# ---- multicycle_fsm ----
**multicycle_fsm: nets reached from selected ports**

(4 px per um)
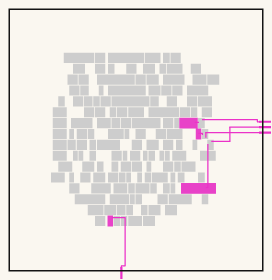

[src/rtl/pa_riscv.sv]
// pa_riscv: shared definitions for the multicycle RISC-V control path.
// Holds the controller state encoding, opcode constants, ALU operation
// codes, ALU decode classes and the datapath mux select encodings.
package pa_riscv;

    typedef enum logic [3:0] {
        S_FETCH    = 4'd0,
        S_DECODE   = 4'd1,
        S_MEMADR   = 4'd2,
        S_MEMREAD  = 4'd3,
        S_MEMWB    = 4'd4,
        S_MEMWRITE = 4'd5,
        S_EXECUTER = 4'd6,
        S_EXECUTEI = 4'd7,
        S_ALUWB    = 4'd8,
        S_BEQ      = 4'd9,
        S_JAL      = 4'd10,
        S_ERROR    = 4'd11
    } state_e;

    localparam logic [6:0] OPC_LW    = 7'b0000011;
    localparam logic [6:0] OPC_SW    = 7'b0100011;
    localparam logic [6:0] OPC_RTYPE = 7'b0110011;
    localparam logic [6:0] OPC_ITYPE = 7'b0010011;
    localparam logic [6:0] OPC_BEQ   = 7'b1100011;
    localparam logic [6:0] OPC_JAL   = 7'b1101111;

    localparam logic [3:0] ALU_ADD = 4'd0;
    localparam logic [3:0] ALU_SUB = 4'd1;
    localparam logic [3:0] ALU_AND = 4'd2;
    localparam logic [3:0] ALU_OR  = 4'd3;
    localparam logic [3:0] ALU_SLT = 4'd4;

    // How the ALU decoder should interpret funct3/funct7bit5.
    typedef enum logic [1:0] {
        ALU_CLS_ADD   = 2'd0,
        ALU_CLS_SUB   = 2'd1,
        ALU_CLS_RTYPE = 2'd2,
        ALU_CLS_ITYPE = 2'd3
    } alu_class_e;

    localparam logic [1:0] SRCA_PC    = 2'b00;
    localparam logic [1:0] SRCA_OLDPC = 2'b01;
    localparam logic [1:0] SRCA_RS1   = 2'b10;

    localparam logic [1:0] SRCB_RS2   = 2'b00;
    localparam logic [1:0] SRCB_IMM   = 2'b01;
    localparam logic [1:0] SRCB_FOUR  = 2'b10;

    localparam logic [1:0] RES_ALUOUT = 2'b00;
    localparam logic [1:0] RES_DATA   = 2'b01;
    localparam logic [1:0] RES_ALU    = 2'b10;

    localparam logic ADR_PC     = 1'b0;
    localparam logic ADR_ALUOUT = 1'b1;

endpackage

[src/rtl/alu_decoder.sv]
// alu_decoder: maps instruction fields to the ALU operation code.
// Ports:
//   i_funct3, i_funct7bit5 - instruction fields
//   i_class                - forced ADD/SUB, or R-type / I-type field decode
//   o_alu_op               - ALU operation code (pa_riscv ALU_*)
module alu_decoder
    import pa_riscv::*;
(
    input  logic [2:0] i_funct3,
    input  logic       i_funct7bit5,
    input  alu_class_e i_class,
    output logic [3:0] o_alu_op
);

    always_comb begin
        o_alu_op = ALU_ADD;
        case (i_class)
            ALU_CLS_ADD: o_alu_op = ALU_ADD;
            ALU_CLS_SUB: o_alu_op = ALU_SUB;
            default: begin
                case (i_funct3)
                    // funct7bit5 selects SUB only for register-register ops;
                    // for immediates that bit belongs to the immediate.
                    3'b000:  o_alu_op = (i_class == ALU_CLS_RTYPE && i_funct7bit5) ? ALU_SUB : ALU_ADD;
                    3'b111:  o_alu_op = ALU_AND;
                    3'b110:  o_alu_op = ALU_OR;
                    3'b010:  o_alu_op = ALU_SLT;
                    default: o_alu_op = ALU_ADD;
                endcase
            end
        endcase
    end

endmodule

[src/rtl/multicycle_fsm.sv]
// multicycle_fsm: control FSM for a multicycle RISC-V style datapath.
//
// state    | meaning
// FETCH    | read instruction at PC, PC += 4 once memory is ready
// DECODE   | compute branch/jump target, dispatch on opcode
// MEMADR   | compute load/store address rs1 + imm
// MEMREAD  | load access, wait for memory
// MEMWB    | write loaded data to register file
// MEMWRITE | store access, wait for memory
// EXECUTER | register-register ALU op
// EXECUTEI | register-immediate ALU op
// ALUWB    | write ALU result to register file
// BEQ      | compare rs1/rs2, take branch on zero
// JAL      | PC <- target, link value computed as old PC + 4
// ERROR    | illegal opcode trap, held until reset
//
// Ports: i_clk, i_arst (async active-high), instruction fields i_operand,
// i_funct3, i_funct7bit5; i_zeroFlag, i_memReady status inputs; write
// enables, mux selects, ALU op, debug state and illegal-instruction flag.
//
// Build option: MULTICYCLE_ILLEGAL_TRAP_EN - when defined, an unknown opcode
// traps into ERROR; otherwise it is skipped and o_illegalInstr is 0.
module multicycle_fsm
    import pa_riscv::*;
(
    input  logic       i_clk,
    input  logic       i_arst,
    input  logic [6:0] i_operand,
    input  logic [2:0] i_funct3,
    input  logic       i_funct7bit5,
    input  logic       i_zeroFlag,
    input  logic       i_memReady,
    output logic       o_pcWrite,
    output logic       o_irWrite,
    output logic       o_regWriteEn,
    output logic       o_memWriteEn,
    output logic       o_adrSrc,
    output logic [1:0] o_aluSrcA,
    output logic [1:0] o_aluSrcB,
    output logic [1:0] o_resultSrc,
    output logic [3:0] o_aluLogicOperation,
    output logic [3:0] o_state,
    output logic       o_illegalInstr
);

    state_e     state_q, state_d;
    alu_class_e alu_cls;
    logic       pc_write, ir_write, reg_write, mem_write;

    alu_decoder u_alu_decoder (
        .i_funct3     (i_funct3),
        .i_funct7bit5 (i_funct7bit5),
        .i_class      (alu_cls),
        .o_alu_op     (o_aluLogicOperation)
    );

    always_ff @(posedge i_clk or posedge i_arst) begin
        if (i_arst) state_q <= S_FETCH;
        else        state_q <= state_d;
    end

    always_comb begin
        state_d     = state_q;
        pc_write    = 1'b0;
        ir_write    = 1'b0;
        reg_write   = 1'b0;
        mem_write   = 1'b0;
        o_adrSrc    = ADR_PC;
        o_aluSrcA   = SRCA_PC;
        o_aluSrcB   = SRCB_RS2;
        o_resultSrc = RES_ALUOUT;
        alu_cls     = ALU_CLS_ADD;
        case (state_q)
            S_FETCH: begin
                o_aluSrcB   = SRCB_FOUR;
                o_resultSrc = RES_ALU;
                ir_write    = i_memReady;
                pc_write    = i_memReady;
                if (i_memReady) state_d = S_DECODE;
            end
            S_DECODE: begin
                o_aluSrcA = SRCA_OLDPC;
                o_aluSrcB = SRCB_IMM;
                case (i_operand)
                    OPC_LW, OPC_SW: state_d = S_MEMADR;
                    OPC_RTYPE:      state_d = S_EXECUTER;
                    OPC_ITYPE:      state_d = S_EXECUTEI;
                    OPC_BEQ:        state_d = S_BEQ;
                    OPC_JAL:        state_d = S_JAL;
`ifdef MULTICYCLE_ILLEGAL_TRAP_EN
                    default:        state_d = S_ERROR;
`else
                    default:        state_d = S_FETCH;
`endif
                endcase
            end
            S_MEMADR: begin
                o_aluSrcA = SRCA_RS1;
                o_aluSrcB = SRCB_IMM;
                state_d   = (i_operand == OPC_SW) ? S_MEMWRITE : S_MEMREAD;
            end
            S_MEMREAD: begin
                o_adrSrc = ADR_ALUOUT;
                if (i_memReady) state_d = S_MEMWB;
            end
            S_MEMWB: begin
                o_resultSrc = RES_DATA;
                reg_write   = 1'b1;
                state_d     = S_FETCH;
            end
            S_MEMWRITE: begin
                o_adrSrc  = ADR_ALUOUT;
                mem_write = 1'b1;
                if (i_memReady) state_d = S_FETCH;
            end
            S_EXECUTER: begin
                o_aluSrcA = SRCA_RS1;
                o_aluSrcB = SRCB_RS2;
                alu_cls   = ALU_CLS_RTYPE;
                state_d   = S_ALUWB;
            end
            S_EXECUTEI: begin
                o_aluSrcA = SRCA_RS1;
                o_aluSrcB = SRCB_IMM;
                alu_cls   = ALU_CLS_ITYPE;
                state_d   = S_ALUWB;
            end
            S_ALUWB: begin
                reg_write = 1'b1;
                state_d   = S_FETCH;
            end
            S_BEQ: begin
                o_aluSrcA = SRCA_RS1;
                o_aluSrcB = SRCB_RS2;
                alu_cls   = ALU_CLS_SUB;
                pc_write  = i_zeroFlag;
                state_d   = S_FETCH;
            end
            S_JAL: begin
                o_aluSrcA = SRCA_OLDPC;
                o_aluSrcB = SRCB_FOUR;
                pc_write  = 1'b1;
                state_d   = S_ALUWB;
            end
            S_ERROR: state_d = S_ERROR;
            default: state_d = S_FETCH;
        endcase
    end

    // Reset forces FETCH asynchronously, and FETCH would otherwise raise
    // irWrite/pcWrite when memory is ready, so the enables are gated here.
    assign o_pcWrite    = pc_write  & ~i_arst;
    assign o_irWrite    = ir_write  & ~i_arst;
    assign o_regWriteEn = reg_write & ~i_arst;
    assign o_memWriteEn = mem_write & ~i_arst;
    assign o_state      = state_q;

    // ERROR is only left through reset, so the state itself is the sticky flag.
`ifdef MULTICYCLE_ILLEGAL_TRAP_EN
    assign o_illegalInstr = (state_q == S_ERROR);
`else
    assign o_illegalInstr = 1'b0;
`endif

endmodule

[config.mk]
export PLATFORM = sky130hd
export DESIGN_NAME = multicycle_fsm
export DESIGN_NICKNAME = d
export VERILOG_FILES = /design/src/rtl/pa_riscv.sv /design/src/rtl/alu_decoder.sv /design/src/rtl/multicycle_fsm.sv
export SDC_FILE = /design/constraint.sdc
export NUM_CORES = 1
export LEC_CHECK = 0
export CAP_MARGIN = 5
export CORE_AREA = 10 10 53 55
export CTS_BUF_LIST = sky130_fd_sc_hd__clkbuf_4
export CTS_CLUSTER_DIAMETER = 50
export CTS_CLUSTER_SIZE = 20
export DETAILED_ROUTE_END_ITERATION = 10
export DIE_AREA = 0 0 63 65
export PLACE_DENSITY = 0.72
export SETUP_SLACK_MARGIN = 0.1
export SYNTH_ARGS = -nofsm -noshare
export SYNTH_HDL_FRONTEND = slang
export SYNTH_SLANG_ARGS = --single-unit
export TNS_END_PERCENT = 1
[constraint.sdc]
create_clock -name i_clk -period 1.4 [get_ports i_clk]
set_input_delay 0.28 -clock i_clk [delete_from_list [all_inputs] [get_ports i_clk]]
set_output_delay 0.28 -clock i_clk [all_outputs]
set_load 0.01 [all_outputs]
# ---- base2_to_basen ----
$ cat src/rtl/base_conv_pkg.sv
`default_nettype none
// ============================================================================
// Module      : base_conv_pkg
// Description : Shared definitions for the radix converter: the clog2
//               constant function and the FSM state encoding.
// Contents    : clog2()           - ceiling log2, clog2(1) = 0
//               ST_IDLE/CONV/DONE - 2-bit state codes
//               state_t           - enum view of those codes
// Revision    : 1.0 - initial release
// ============================================================================
package base_conv_pkg;

  localparam logic [1:0] ST_IDLE = 2'd0;
  localparam logic [1:0] ST_CONV = 2'd1;
  localparam logic [1:0] ST_DONE = 2'd2;

  typedef enum logic [1:0] {
    S_IDLE = ST_IDLE,
    S_CONV = ST_CONV,
    S_DONE = ST_DONE
  } state_t;

  // Ceiling log2, usable in constant expressions (parameter widths).
  function automatic int clog2(input int value);
    int v;
    int r;
    v = value - 1;
    r = 0;
    while (v > 0) begin
      r = r + 1;
      v = v >>> 1;
    end
    return r;
  endfunction

endpackage
`default_nettype wire

$ cat src/rtl/radix_divmod.sv
`default_nettype none
// ============================================================================
// Module      : radix_divmod
// Description : Combinational divide/modulo by the constant RADIX. Used once
//               per conversion step to peel off the least significant digit.
// Ports       : i_work [IN_W]    - dividend
//               o_q    [IN_W]    - quotient  i_work / RADIX
//               o_r    [DIGIT_W] - remainder i_work % RADIX (zero-extended)
// Revision    : 1.0 - initial release
// ============================================================================
module radix_divmod
  import base_conv_pkg::*;
#(
  parameter  int IN_W    = 16,
  parameter  int RADIX   = 3,
  localparam int DIGIT_W = (clog2(RADIX) < 1) ? 1 : clog2(RADIX)
) (
  input  logic [IN_W-1:0]    i_work,
  output logic [IN_W-1:0]    o_q,
  output logic [DIGIT_W-1:0] o_r
);

  // The divisor must be representable even for very narrow inputs
  // (e.g. IN_W=2 with RADIX=16), so the arithmetic runs at >= 5 bits.
  localparam int EXT_W = (IN_W > 5) ? IN_W : 5;
  localparam logic [EXT_W-1:0] C_RADIX = EXT_W'(RADIX);

  logic [EXT_W-1:0] w_ext;
  logic [EXT_W-1:0] w_q_ext;

  assign w_ext   = EXT_W'(i_work);
  assign w_q_ext = w_ext / C_RADIX;
  assign o_q     = IN_W'(w_q_ext);
  // Remainder is < RADIX, so it always fits in DIGIT_W bits.
  assign o_r     = DIGIT_W'(w_ext % C_RADIX);

endmodule
`default_nettype wire

$ cat src/rtl/base2_to_basen.sv
`default_nettype none
// ============================================================================
// Module      : base2_to_basen
// Description : Converts an unsigned IN_W-bit binary value into RADIX digits,
//               one digit per clock, packed little-endian DIGIT_W bits each.
// Ports       : clk       - rising-edge clock
//               rst_n     - asynchronous active-low reset
//               en        - start request, sampled only in IDLE
//               base2_no  - value to convert, captured on the accepting edge
//               baseN_no  - digits, digit i at [i*DIGIT_W +: DIGIT_W]
//               n_digits  - number of significant digits (>= 1 after a run)
//               overflow  - value needed more than N_DIGITS digits
//               busy      - high while converting and in the done cycle
//               done      - one-cycle pulse, result valid
// Revision    : 1.0 - initial release
// ============================================================================
module base2_to_basen
  import base_conv_pkg::*;
#(
  parameter  int IN_W     = 16,
  parameter  int RADIX    = 3,
  parameter  int N_DIGITS = 16,
  localparam int DIGIT_W  = (clog2(RADIX) < 1) ? 1 : clog2(RADIX),
  localparam int CNT_W    = clog2(N_DIGITS + 1),
  localparam int OUT_W    = N_DIGITS * DIGIT_W
) (
  input  logic             clk,
  input  logic             rst_n,
  input  logic             en,
  input  logic [IN_W-1:0]  base2_no,
  output logic [OUT_W-1:0] baseN_no,
  output logic [CNT_W-1:0] n_digits,
  output logic             overflow,
  output logic             busy,
  output logic             done
);

  localparam logic [CNT_W-1:0] C_CNT_MAX = CNT_W'(N_DIGITS);

  state_t             r_state;
  logic [IN_W-1:0]    r_work;
  logic [CNT_W-1:0]   r_cnt;
  logic [OUT_W-1:0]   r_acc;
  logic [OUT_W-1:0]   r_baseN_no;
  logic [CNT_W-1:0]   r_n_digits;
  logic               r_overflow;
  logic               r_busy;
  logic               r_done;

  logic [IN_W-1:0]    w_q;
  logic [DIGIT_W-1:0] w_r;
  logic [CNT_W-1:0]   w_cnt_inc;
  logic [OUT_W-1:0]   w_acc_next;
  logic               w_last;

  radix_divmod #(
    .IN_W  (IN_W),
    .RADIX (RADIX)
  ) u_divmod (
    .i_work (r_work),
    .o_q    (w_q),
    .o_r    (w_r)
  );

  assign w_cnt_inc = r_cnt + 1'b1;
  // Stop when nothing is left to convert, or when the last slot is filled
  // (any remaining quotient means the value overflowed).
  assign w_last    = (w_q == '0) || (w_cnt_inc == C_CNT_MAX);

  // Accumulator with the current digit already inserted, so the DONE
  // snapshot includes the digit produced on the exit cycle.
  always_comb begin
    w_acc_next = r_acc;
    for (int i = 0; i < N_DIGITS; i++) begin
      if (r_cnt == CNT_W'(i)) begin
        w_acc_next[i*DIGIT_W +: DIGIT_W] = w_r;
      end
    end
  end

  always_ff @(posedge clk or negedge rst_n) begin
    if (!rst_n) begin
      r_state    <= S_IDLE;
      r_work     <= '0;
      r_cnt      <= '0;
      r_acc      <= '0;
      r_baseN_no <= '0;
      r_n_digits <= '0;
      r_overflow <= 1'b0;
      r_busy     <= 1'b0;
      r_done     <= 1'b0;
    end else begin
      case (r_state)
        S_IDLE: begin
          r_busy <= 1'b0;
          r_done <= 1'b0;
          if (en) begin
            r_work  <= base2_no;
            r_acc   <= '0;
            r_cnt   <= '0;
            r_busy  <= 1'b1;
            r_state <= S_CONV;
          end
        end
        S_CONV: begin
          r_acc  <= w_acc_next;
          r_work <= w_q;
          r_cnt  <= w_cnt_inc;
          if (w_last) begin
            r_state    <= S_DONE;
            r_baseN_no <= w_acc_next;
            // In both exit cases the digit count is cnt+1 (== N_DIGITS
            // on overflow); a nonzero quotient marks the overflow case.
            r_n_digits <= w_cnt_inc;
            r_overflow <= (w_q != '0);
            r_done     <= 1'b1;
          end
        end
        S_DONE: begin
          r_done  <= 1'b0;
          r_busy  <= 1'b0;
          r_state <= S_IDLE;
        end
        default: begin
          r_state <= S_IDLE;
          r_busy  <= 1'b0;
          r_done  <= 1'b0;
        end
      endcase
    end
  end

  assign baseN_no = r_baseN_no;
  assign n_digits = r_n_digits;
  assign overflow = r_overflow;
  assign busy     = r_busy;
  assign done     = r_done;

endmodule
`default_nettype wire
$ cat config.mk
export PLATFORM = sky130hd
export DESIGN_NAME = base2_to_basen
export DESIGN_NICKNAME = d
export VERILOG_FILES = /design/src/rtl/base_conv_pkg.sv /design/src/rtl/radix_divmod.sv /design/src/rtl/base2_to_basen.sv
export SDC_FILE = /design/constraint.sdc
export NUM_CORES = 1
export LEC_CHECK = 0
export CORE_UTILIZATION = 59
export CTS_BUF_LIST = sky130_fd_sc_hd__clkbuf_8 sky130_fd_sc_hd__clkbuf_16
export CTS_CLUSTER_SIZE = 16
export DETAILED_ROUTE_END_ITERATION = 10
export GPL_ROUTABILITY_DRIVEN = 0
export PLACE_DENSITY_LB_ADDON = 0.1
export SYNTH_ARGS = -nofsm -noshare
export SYNTH_HDL_FRONTEND = slang
export SYNTH_SLANG_ARGS = --single-unit
$ cat constraint.sdc
create_clock -name clk -period 6.8 [get_ports clk]
set_clock_uncertainty 0.15 [all_clocks]
set_input_delay 0.68 -clock clk [delete_from_list [all_inputs] [get_ports clk]]
set_output_delay 0.68 -clock clk [all_outputs]
set_load 0.05 [all_outputs]
# ---- mem_port_arbiter_flat ----
File: config.mk
export PLATFORM = sky130hd
export DESIGN_NAME = mem_port_arbiter_flat
export DESIGN_NICKNAME = d
export VERILOG_FILES = /design/src/rtl/mem_arb_pkg.sv /design/src/rtl/mem_port_arbiter_if.sv /design/src/rtl/mem_arb_fair_cnt.sv /design/src/rtl/mem_port_arbiter.sv /design/src/flat_wrapper.sv
export SDC_FILE = /design/constraint.sdc
export NUM_CORES = 1
export LEC_CHECK = 0
export ABC_AREA = 0
export CORE_AREA = 2 2 116 118
export CTS_CLUSTER_SIZE = 30
export DETAILED_ROUTE_END_ITERATION = 16
export DIE_AREA = 0 0 118 120
export HOLD_SLACK_MARGIN = 0.03
export PLACE_DENSITY = 0.74
export SETUP_SLACK_MARGIN = 0.02
export SYNTH_ARGS = -nofsm -noshare
export SYNTH_HDL_FRONTEND = slang
export SYNTH_SLANG_ARGS = --single-unit
export TNS_END_PERCENT = 100
File: constraint.sdc
create_clock -name clk -period 2.37 [get_ports clk]
set_input_delay 0.5925 -clock clk [delete_from_list [all_inputs] [get_ports clk]]
set_output_delay 0.5925 -clock clk [all_outputs]
set_load 0.05 [all_outputs]
File: src/rtl/mem_arb_pkg.sv
// Shared types and constants for the unified instruction/data memory arbiter.
//   arb_state_t : arbiter FSM states (one transaction outstanding at a time)
//   IF_BE_ALL   : byte enables presented to memory for an instruction fetch
//   is_busy()   : true while a memory transaction is outstanding
package mem_arb_pkg;

    typedef enum logic [1:0] {
        IDLE    = 2'd0,
        BUSY_IF = 2'd1,
        BUSY_MA = 2'd2
    } arb_state_t;

    localparam logic [3:0] IF_BE_ALL = 4'hF;

    function automatic logic is_busy(input arb_state_t state);
        return (state != IDLE);
    endfunction

endpackage

File: src/rtl/mem_port_arbiter_if.sv
// Bundle of the fetch (IF), load/store (MA) and memory-side signals around
// the memory port arbiter.
//   master : the arbiter's view (takes pipeline requests and memory
//            responses, drives the memory request and the pipeline results)
//   slave  : the surrounding pipeline/memory view (mirror of master)
interface mem_port_arbiter_if #(
    parameter int ADDR_W = 32,
    parameter int DATA_W = 32
);
    // fetch side
    logic              if_req;
    logic [ADDR_W-1:0] if_addr;
    logic              if_flush;
    logic [DATA_W-1:0] if_rdata;
    logic              if_valid;
    logic              if_stall;
    // load/store side
    logic              ma_req;
    logic              ma_we;
    logic [ADDR_W-1:0] ma_addr;
    logic [DATA_W-1:0] ma_wdata;
    logic [3:0]        ma_be;
    logic [DATA_W-1:0] ma_rdata;
    logic              ma_valid;
    logic              ma_stall;
    // memory side
    logic              mem_req;
    logic              mem_we;
    logic [ADDR_W-1:0] mem_addr;
    logic [DATA_W-1:0] mem_wdata;
    logic [3:0]        mem_be;
    logic              mem_ready;
    logic [DATA_W-1:0] mem_rdata;

    modport master (
        input  if_req, if_addr, if_flush,
        input  ma_req, ma_we, ma_addr, ma_wdata, ma_be,
        input  mem_ready, mem_rdata,
        output if_rdata, if_valid, if_stall,
        output ma_rdata, ma_valid, ma_stall,
        output mem_req, mem_we, mem_addr, mem_wdata, mem_be
    );

    modport slave (
        output if_req, if_addr, if_flush,
        output ma_req, ma_we, ma_addr, ma_wdata, ma_be,
        output mem_ready, mem_rdata,
        input  if_rdata, if_valid, if_stall,
        input  ma_rdata, ma_valid, ma_stall,
        input  mem_req, mem_we, mem_addr, mem_wdata, mem_be
    );

endinterface

File: src/rtl/mem_arb_fair_cnt.sv
// Starvation counter: counts consecutive MA grants made while a fetch is
// waiting, saturating at MA_RUN_MAX, and is cleared whenever IF is granted.
//   clk, reset : clock, asynchronous active-high reset
//   inc        : an MA grant happened while IF was requesting
//   clr        : an IF grant happened
//   at_max     : counter has reached MA_RUN_MAX (IF now takes priority)
module mem_arb_fair_cnt #(
    parameter int MA_RUN_MAX = 4
) (
    input  logic clk,
    input  logic reset,
    input  logic inc,
    input  logic clr,
    output logic at_max
);

    localparam int CNT_W = $clog2(MA_RUN_MAX + 1);

    logic [CNT_W-1:0] cnt_r;

    assign at_max = (cnt_r == CNT_W'(MA_RUN_MAX));

    // Run counter: clear has precedence, increment stops at the maximum.
    always_ff @(posedge clk or posedge reset) begin
        if (reset) begin
            cnt_r <= {CNT_W{1'b0}};
        end else if (clr) begin
            cnt_r <= {CNT_W{1'b0}};
        end else if (inc && !at_max) begin
            cnt_r <= cnt_r + CNT_W'(1'b1);
        end else begin
            cnt_r <= cnt_r;
        end
    end

endmodule

File: src/rtl/mem_port_arbiter.sv
// Shares one single-port unified memory between the fetch stage (IF) and the
// load/store stage (MA). MA normally wins; after MA_RUN_MAX consecutive MA
// grants with a fetch waiting, IF wins the next IDLE arbitration. On
// completion the other requester is granted back-to-back.
//   clk, reset : clock, asynchronous active-high reset
//   bus        : IF/MA request and result signals plus the memory port
//                (mem_* registered at grant and held until mem_ready;
//                 *_valid and *_rdata combinational from mem_ready/mem_rdata)
module mem_port_arbiter
    import mem_arb_pkg::*;
#(
    parameter int ADDR_W     = 32,
    parameter int DATA_W     = 32,
    parameter int MA_RUN_MAX = 4
) (
    input  logic                 clk,
    input  logic                 reset,
    mem_port_arbiter_if.master   bus
);

    arb_state_t        state_r;
    arb_state_t        state_next_s;
    logic              grant_if_s;
    logic              grant_ma_s;
    logic              run_inc_s;
    logic              run_at_max_s;
    logic              done_s;
    logic              if_want_s;
    logic              drop_r;

    logic              mem_req_r;
    logic              mem_we_r;
    logic [ADDR_W-1:0] mem_addr_r;
    logic [DATA_W-1:0] mem_wdata_r;
    logic [3:0]        mem_be_r;

    logic              if_valid_s;
    logic              ma_valid_s;
    logic [DATA_W-1:0] if_rdata_s;
    logic [DATA_W-1:0] ma_rdata_s;

    // mem_ready is meaningless while no access is outstanding.
    assign done_s    = is_busy(state_r) && bus.mem_ready;
    // A flush in the same cycle kills the fetch request before arbitration.
    assign if_want_s = bus.if_req && !bus.if_flush;

    // Arbitration and next-state selection.
    always_comb begin
        state_next_s = state_r;
        grant_if_s   = 1'b0;
        grant_ma_s   = 1'b0;
        run_inc_s    = 1'b0;
        case (state_r)
            IDLE: begin
                if (if_want_s && (!bus.ma_req || run_at_max_s)) begin
                    grant_if_s   = 1'b1;
                    state_next_s = BUSY_IF;
                end else if (bus.ma_req) begin
                    grant_ma_s   = 1'b1;
                    run_inc_s    = bus.if_req;
                    state_next_s = BUSY_MA;
                end else begin
                    state_next_s = IDLE;
                end
            end
            BUSY_IF: begin
                // The fetch that just finished is not a waiting fetch, so
                // this back-to-back MA grant does not count toward the run.
                if (done_s) begin
                    if (bus.ma_req) begin
                        grant_ma_s   = 1'b1;
                        state_next_s = BUSY_MA;
                    end else begin
                        state_next_s = IDLE;
                    end
                end else begin
                    state_next_s = BUSY_IF;
                end
            end
            BUSY_MA: begin
                if (done_s) begin
                    if (if_want_s) begin
                        grant_if_s   = 1'b1;
                        state_next_s = BUSY_IF;
                    end else begin
                        state_next_s = IDLE;
                    end
                end else begin
                    state_next_s = BUSY_MA;
                end
            end
            default: begin
                state_next_s = IDLE;
            end
        endcase
    end

    mem_arb_fair_cnt #(
        .MA_RUN_MAX (MA_RUN_MAX)
    ) u_fair_cnt (
        .clk    (clk),
        .reset  (reset),
        .inc    (grant_ma_s && run_inc_s),
        .clr    (grant_if_s),
        .at_max (run_at_max_s)
    );

    // FSM state register.
    always_ff @(posedge clk or posedge reset) begin
        if (reset) begin
            state_r <= IDLE;
        end else begin
            state_r <= state_next_s;
        end
    end

    // Memory request registers: capture the winner's fields at grant time.
    always_ff @(posedge clk or posedge reset) begin
        if (reset) begin
            mem_req_r   <= 1'b0;
            mem_we_r    <= 1'b0;
            mem_addr_r  <= {ADDR_W{1'b0}};
            mem_wdata_r <= {DATA_W{1'b0}};
            mem_be_r    <= 4'h0;
        end else begin
            mem_req_r <= is_busy(state_next_s);
            if (grant_if_s) begin
                mem_we_r    <= 1'b0;
                mem_addr_r  <= bus.if_addr;
                mem_wdata_r <= {DATA_W{1'b0}};
                mem_be_r    <= IF_BE_ALL;
            end else if (grant_ma_s) begin
                mem_we_r    <= bus.ma_we;
                mem_addr_r  <= bus.ma_addr;
                mem_wdata_r <= bus.ma_wdata;
                mem_be_r    <= bus.ma_be;
            end else begin
                mem_we_r    <= mem_we_r;
                mem_addr_r  <= mem_addr_r;
                mem_wdata_r <= mem_wdata_r;
                mem_be_r    <= mem_be_r;
            end
        end
    end

    // Drop flag: a flushed fetch still finishes on memory but is not
    // delivered; the flag lives exactly as long as that fetch.
    always_ff @(posedge clk or posedge reset) begin
        if (reset) begin
            drop_r <= 1'b0;
        end else if (grant_if_s) begin
            drop_r <= 1'b0;
        end else if ((state_r == BUSY_IF) && done_s) begin
            drop_r <= 1'b0;
        end else if ((state_r == BUSY_IF) && bus.if_flush) begin
            drop_r <= 1'b1;
        end else begin
            drop_r <= drop_r;
        end
    end

    // Completion steering: only the owner of the access sees valid/rdata.
    always_comb begin
        if_valid_s = 1'b0;
        ma_valid_s = 1'b0;
        if_rdata_s = {DATA_W{1'b0}};
        ma_rdata_s = {DATA_W{1'b0}};
        if ((state_r == BUSY_IF) && bus.mem_ready && !drop_r && !bus.if_flush) begin
            if_valid_s = 1'b1;
            if_rdata_s = bus.mem_rdata;
        end else if ((state_r == BUSY_MA) && bus.mem_ready) begin
            ma_valid_s = 1'b1;
            // Stores complete on mem_ready but carry no read data.
            if (!mem_we_r) begin
                ma_rdata_s = bus.mem_rdata;
            end else begin
                ma_rdata_s = {DATA_W{1'b0}};
            end
        end else begin
            if_valid_s = 1'b0;
            ma_valid_s = 1'b0;
        end
    end

    assign bus.mem_req   = mem_req_r;
    assign bus.mem_we    = mem_we_r;
    assign bus.mem_addr  = mem_addr_r;
    assign bus.mem_wdata = mem_wdata_r;
    assign bus.mem_be    = mem_be_r;
    assign bus.if_valid  = if_valid_s;
    assign bus.if_rdata  = if_rdata_s;
    assign bus.if_stall  = bus.if_req && !if_valid_s;
    assign bus.ma_valid  = ma_valid_s;
    assign bus.ma_rdata  = ma_rdata_s;
    assign bus.ma_stall  = bus.ma_req && !ma_valid_s;

endmodule

File: src/flat_wrapper.sv
// flat-port wrapper written by rule: the top's interface ports become plain ports
module mem_port_arbiter_flat import mem_arb_pkg::*;
#(
    parameter int ADDR_W     = 32,
    parameter int DATA_W     = 32,
    parameter int MA_RUN_MAX = 4
)
  (clk, reset, bus_if_req, bus_if_addr, bus_if_flush, bus_ma_req, bus_ma_we, bus_ma_addr, bus_ma_wdata, bus_ma_be, bus_mem_ready, bus_mem_rdata, bus_if_rdata, bus_if_valid, bus_if_stall, bus_ma_rdata, bus_ma_valid, bus_ma_stall, bus_mem_req, bus_mem_we, bus_mem_addr, bus_mem_wdata, bus_mem_be);
  mem_port_arbiter_if #(.ADDR_W(ADDR_W), .DATA_W(DATA_W)) bus_i ();
  input  logic clk;
  input  logic reset;
  input wire logic [$bits(bus_i.if_req)-1:0] bus_if_req;
  input wire logic [$bits(bus_i.if_addr)-1:0] bus_if_addr;
  input wire logic [$bits(bus_i.if_flush)-1:0] bus_if_flush;
  input wire logic [$bits(bus_i.ma_req)-1:0] bus_ma_req;
  input wire logic [$bits(bus_i.ma_we)-1:0] bus_ma_we;
  input wire logic [$bits(bus_i.ma_addr)-1:0] bus_ma_addr;
  input wire logic [$bits(bus_i.ma_wdata)-1:0] bus_ma_wdata;
  input wire logic [$bits(bus_i.ma_be)-1:0] bus_ma_be;
  input wire logic [$bits(bus_i.mem_ready)-1:0] bus_mem_ready;
  input wire logic [$bits(bus_i.mem_rdata)-1:0] bus_mem_rdata;
  output wire logic [$bits(bus_i.if_rdata)-1:0] bus_if_rdata;
  output wire logic [$bits(bus_i.if_valid)-1:0] bus_if_valid;
  output wire logic [$bits(bus_i.if_stall)-1:0] bus_if_stall;
  output wire logic [$bits(bus_i.ma_rdata)-1:0] bus_ma_rdata;
  output wire logic [$bits(bus_i.ma_valid)-1:0] bus_ma_valid;
  output wire logic [$bits(bus_i.ma_stall)-1:0] bus_ma_stall;
  output wire logic [$bits(bus_i.mem_req)-1:0] bus_mem_req;
  output wire logic [$bits(bus_i.mem_we)-1:0] bus_mem_we;
  output wire logic [$bits(bus_i.mem_addr)-1:0] bus_mem_addr;
  output wire logic [$bits(bus_i.mem_wdata)-1:0] bus_mem_wdata;
  output wire logic [$bits(bus_i.mem_be)-1:0] bus_mem_be;
  assign bus_i.if_req = bus_if_req;
  assign bus_i.if_addr = bus_if_addr;
  assign bus_i.if_flush = bus_if_flush;
  assign bus_i.ma_req = bus_ma_req;
  assign bus_i.ma_we = bus_ma_we;
  assign bus_i.ma_addr = bus_ma_addr;
  assign bus_i.ma_wdata = bus_ma_wdata;
  assign bus_i.ma_be = bus_ma_be;
  assign bus_i.mem_ready = bus_mem_ready;
  assign bus_i.mem_rdata = bus_mem_rdata;
  assign bus_if_rdata = bus_i.if_rdata;
  assign bus_if_valid = bus_i.if_valid;
  assign bus_if_stall = bus_i.if_stall;
  assign bus_ma_rdata = bus_i.ma_rdata;
  assign bus_ma_valid = bus_i.ma_valid;
  assign bus_ma_stall = bus_i.ma_stall;
  assign bus_mem_req = bus_i.mem_req;
  assign bus_mem_we = bus_i.mem_we;
  assign bus_mem_addr = bus_i.mem_addr;
  assign bus_mem_wdata = bus_i.mem_wdata;
  assign bus_mem_be = bus_i.mem_be;
  mem_port_arbiter #(.ADDR_W(ADDR_W), .DATA_W(DATA_W), .MA_RUN_MAX(MA_RUN_MAX)) u_core (.clk(clk), .reset(reset), .bus(bus_i));
endmodule

==> layout pictures side by side <==
Cell placement.
(a)
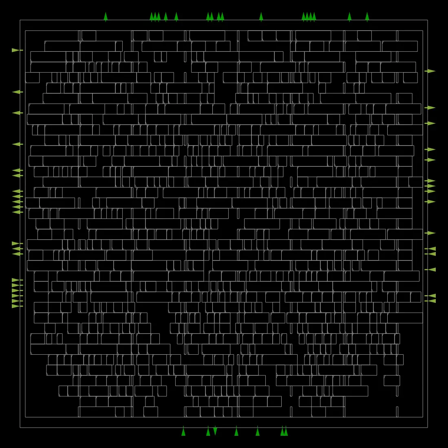
(b)
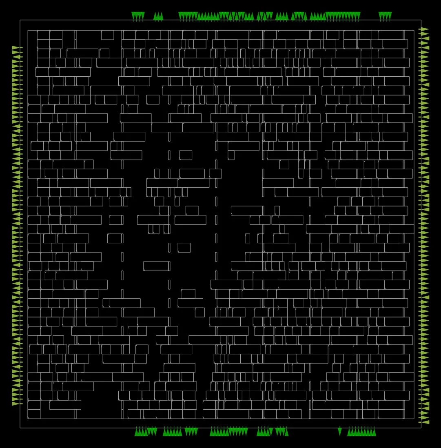
(c)
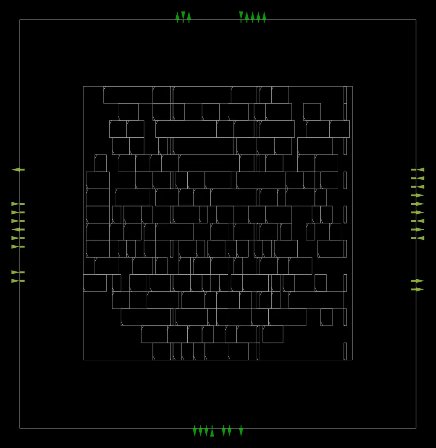
- fewest sequential cells: (c)
- fewest cells: (c)
| from | picture |
|---|---|
| multicycle_fsm | (c) |
| base2_to_basen | (a) |
| mem_port_arbiter_flat | (b) |

**mem_port_arbiter_flat: metal 2**

(4 px per um)
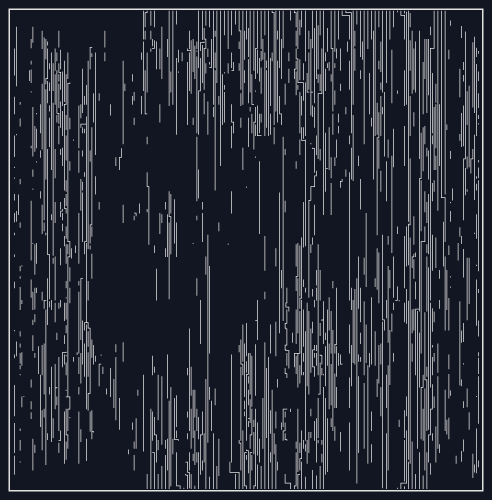
wire length on this layer = 7890 um
share of all routed wire = 55%
longest straight run = 63.0 um
nets with wire on the layer = 725
main direction = vertical
vias: 4009
M2 GR Usage: 37.0%
Routed WL: 14500 um

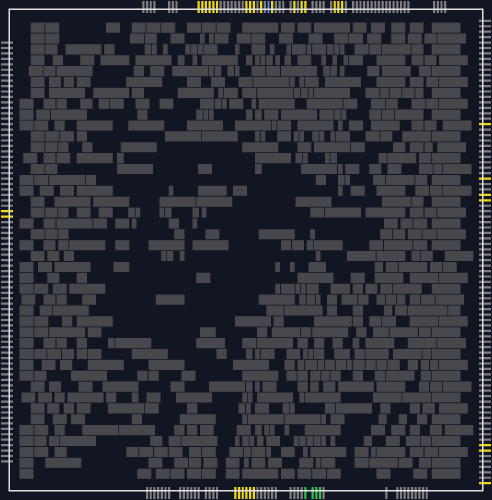
**Above:** mem_port_arbiter_flat (ports around the boundary).
(4 px per um) Pins as bars across the die edge, other pins in grey.
yellow -> `bus_ma_wdata`  # pins 32, direction input, edge 17 top, 7 right, 6 bottom, 2 left
green -> `bus_mem_be`  # pins 4, direction output, edge bottom
blue -> `bus_ma_we`  # pins 1, direction input, edge top
Vert. Die Dim: 120 um
I/O Buffers: 276
die span in x: 118 um

==> flow_summary.json, mem_port_arbiter_flat <==
{
  "drt_iter0_drc": 171,
  "yosys-top-cells-area": "dfrtp_1 50%, and2_1 11%, nand2_1 7.7%",
  "worst_hold_slack_ps": 475,
  "io_pins": 277,
  "status": "complete, no violations",
  "lay_top_cells": "206 x clkdlybuf4s50_1, 78 x nand2_1, 75 x buf_12, 75 x dfrtp_1, 41 x and2_4",
  "layout_top_cell": "clkdlybuf4s50_1",
  "mux_share_pct": 0.263,
  "antenna_found_initial": 1,
  "cp.required_ps": 1780,
  "reg2reg_to": "u_core.bus.mem_wdata[7]",
  "dpl.hpwl_um": 11000,
  "warning_count": 28,
  "antenna_cells": 0,
  "critPathCapture": "bus_ma_rdata[11]",
  "arrival_ps": 1730,
  "wl_met3_um": 1090,
  "tightest_slew_ps": 556,
  "grtUsageTotal_pct": 19.7
}
==> mem_port_arbiter_flat: per-layer routing <==
metal	track usage, %	vias up
met5	0	-
met4	5.95	2
met3	6.27	17
met2	37.0	196
met1	20.9	1908
li1	-	1886
==> mem_port_arbiter_flat: final cells by class <==
type                       count  area (um^2)
sequential                    76         1900
timing repair buffer         313         3850
inverter                       5         22.5
tap                          176          220
fill                        1073         4920
clock buffer                   9          225
multi-input combinational    276         1800
clock inverter                 6         32.5
==> mem_port_arbiter_flat: stage by stage <==
stage | setup slack [ps] | cell area, um^2
after floorplan | 124 | 3820
after global placement | -238 | 7530
after detailed placement | -272 | 7530
after CTS | 2.76 | 7950
after global routing | -3.92 | 8060
final | 52.2 | 8060
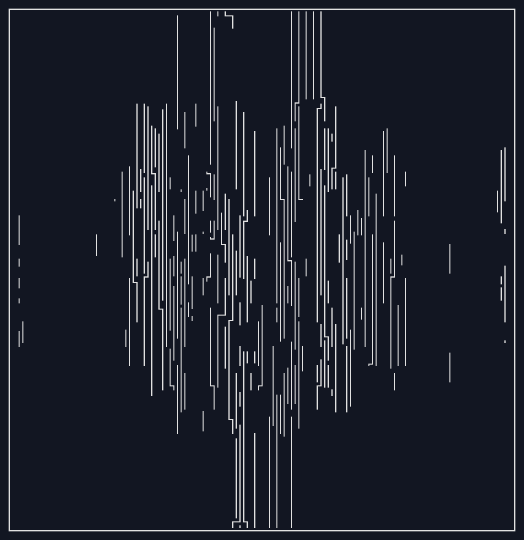
**Above:** multicycle_fsm (metal 2).
(8 px per um)
main direction = vertical
nets with wire on the layer = 142
wire length on this layer = 1420 um
longest straight run = 30.3 um

## Picture notes: 'nets reached from selected ports' of multicycle_fsm
magenta -> `o_aluLogicOperation`  # bits 4, direction output, edge 3 right, 1 bottom, end cells 4, buffers 3, wire 76.0 um
I/O Buffers: 32
I/O pin count: 35

==> flow_summary.json, multicycle_fsm <==
{
  "fin_tns_setup_ps": -3650,
  "violations": "setup timing",
  "cts_tree": "yes",
  "layout-drive-gt1-share_pct": 54.4,
  "antenna_found_initial": 0,
  "yosys-top-cells-area": "dfrtp_1 17%, a21oi_1 6.8%, nor2_1 5.7%",
  "final-setup-viol-count": 17,
  "row_count": 16,
  "netlist_area_um2": 588,
  "drv_slew": 0,
  "largest_reg_flops": 4,
  "status": "complete, but fails checks",
  "critPathCapture": "o_aluLogicOperation[0]",
  "warning_count": 29,
  "wl_per_cell_um": 14.5,
  "drt.antenna.violating_nets": 0,
  "cts_sinks": 4,
  "fin_ws_ps": -414
}
-- multicycle_fsm: worst max-delay path, cell delays in order, from the launching register on --
cell      delay (ps)
dfrtp_2          420
buf_12           140
nand3b_1         210
buf_4            170
o31ai_2          180
buf_2            160
-- multicycle_fsm: cell type report --
class / instances / area [um^2]
fillers: 163 / 601
flip-flops and latches: 4 / 104
clock buffers: 4 / 30.0
well taps: 27 / 33.8
inverters: 3 / 11.3
multi-input cells: 69 / 547
repair buffers: 67 / 536
-- multicycle_fsm: metal layers --
layer  track usage [%]  vias to the layer above  wire [um]
li1                  -                      427          -
met1              10.6                      396        940
met2              22.7                       34       1420
met3              1.55                        4        113
met4              3.35                        0         41
met5                 0                        -          0
-- multicycle_fsm: cell families (layout without fill, tap and decap cells) --
family,count (synthesis),count (layout),share of synthesized area [%]
buffers and inverters,11,74,10.0
XOR/XNOR,4,4,5.96
AND-OR/OR-AND,18,18,18.5
AND/OR/NAND/NOR,44,44,46.0
other,1,2,0.638
multiplexers,1,1,1.91
flip-flops,4,4,17.0
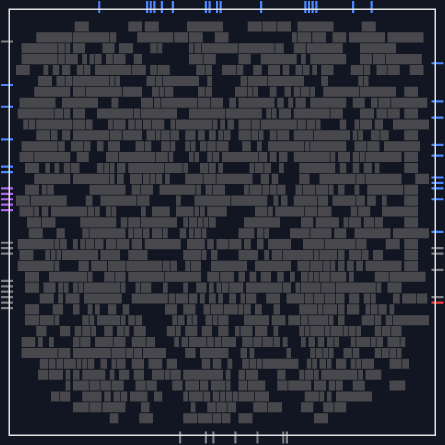
**Above:** base2_to_basen (ports around the boundary).
(4 px per um) Pins as bars across the die edge, other pins in grey.
blue -> `baseN_no`  # pins 32, direction output, edge 17 top, 10 right, 5 left
purple -> `n_digits`  # pins 5, direction output, edge left
red -> `rst_n`  # pins 1, direction input, edge right
all pins by edge = 20 left, 17 top, 15 right, 7 bottom
die span in x: 106 um
I/O Buffers: 58
Vert. Die Dim: 106 um

==> flow_summary.json, base2_to_basen <==
{
  "crit_family": "simple AND/OR/NAND/NOR gates",
  "dp_cells": 902,
  "htree_levels": 3,
  "cp.required_ps": 6910,
  "ys.flop_type": "dfrtp_1",
  "biggestCellCategory": "logic gates",
  "synthMostInstantiatedCell": "dfrtp_1",
  "wl_per_cell_um": 19.2,
  "cp_slowest_cell": "dfrtp_2",
  "n_all_inverters": 21,
  "drt.antenna.violating_nets": 0,
  "status": "complete, no violations",
  "reg2reg_to": "baseN_no[15]",
  "critPathMaxFanout": 33,
  "fp-utilization_pct": 61.4,
  "start_kind": "register",
  "warning_count": 30,
  "routed-wl-met2_um": 7990,
  "fmax_ghz": 0.155
}
base2_to_basen: cells in the final DEF (no fill, tap or decap), types with 4 or more instances in the layout:
cell / instances
clkbuf_8: 9
nor3_2: 5
nor3_1: 16
and3_1: 4
buf_4: 19
xnor2_1: 6
nand2b_1: 12
a21oi_1: 60
a22o_1: 44
nand2_1: 80
o21ai_1: 7
a31o_1: 5
nand3_1: 13
dfrtp_1: 92
nor3b_1: 4
nor2_1: 78
a211oi_1: 6
o21ai_0: 63
o31ai_1: 5
a31oi_1: 8
or3_1: 19
ha_1: 8
and2_1: 7
o22ai_1: 8
a22oi_1: 7
mux2i_1: 5
inv_1: 20
nor2b_1: 8
o221ai_1: 4
clkdlybuf4s50_1: 57
a221o_1: 6
base2_to_basen: registers in the layout (all words and copies together) (netlist names):
signal    count
baseN_no     32
r_acc        32
r_work       16
n_digits      5
r_cnt         5
r_state       2
busy          1
done          1
overflow      1


==> screenshots <==
Metal layers overlaid.
picture 1
(2 px per um) Two of the layers only.
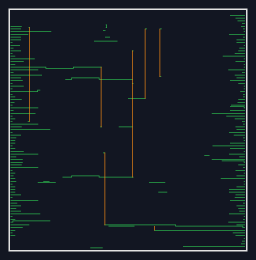
picture 2
(2 px per um) Two of the layers only.
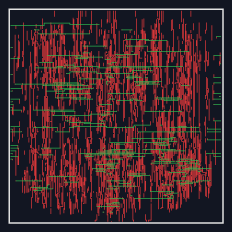
picture 3
(4 px per um) Two of the layers only.
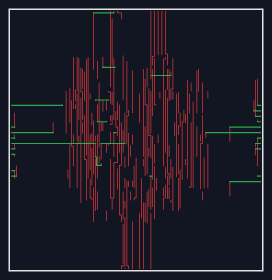
- most wire: picture 2
- largest die: picture 1
picture 1 -> mem_port_arbiter_flat
picture 2 -> base2_to_basen
picture 3 -> multicycle_fsm

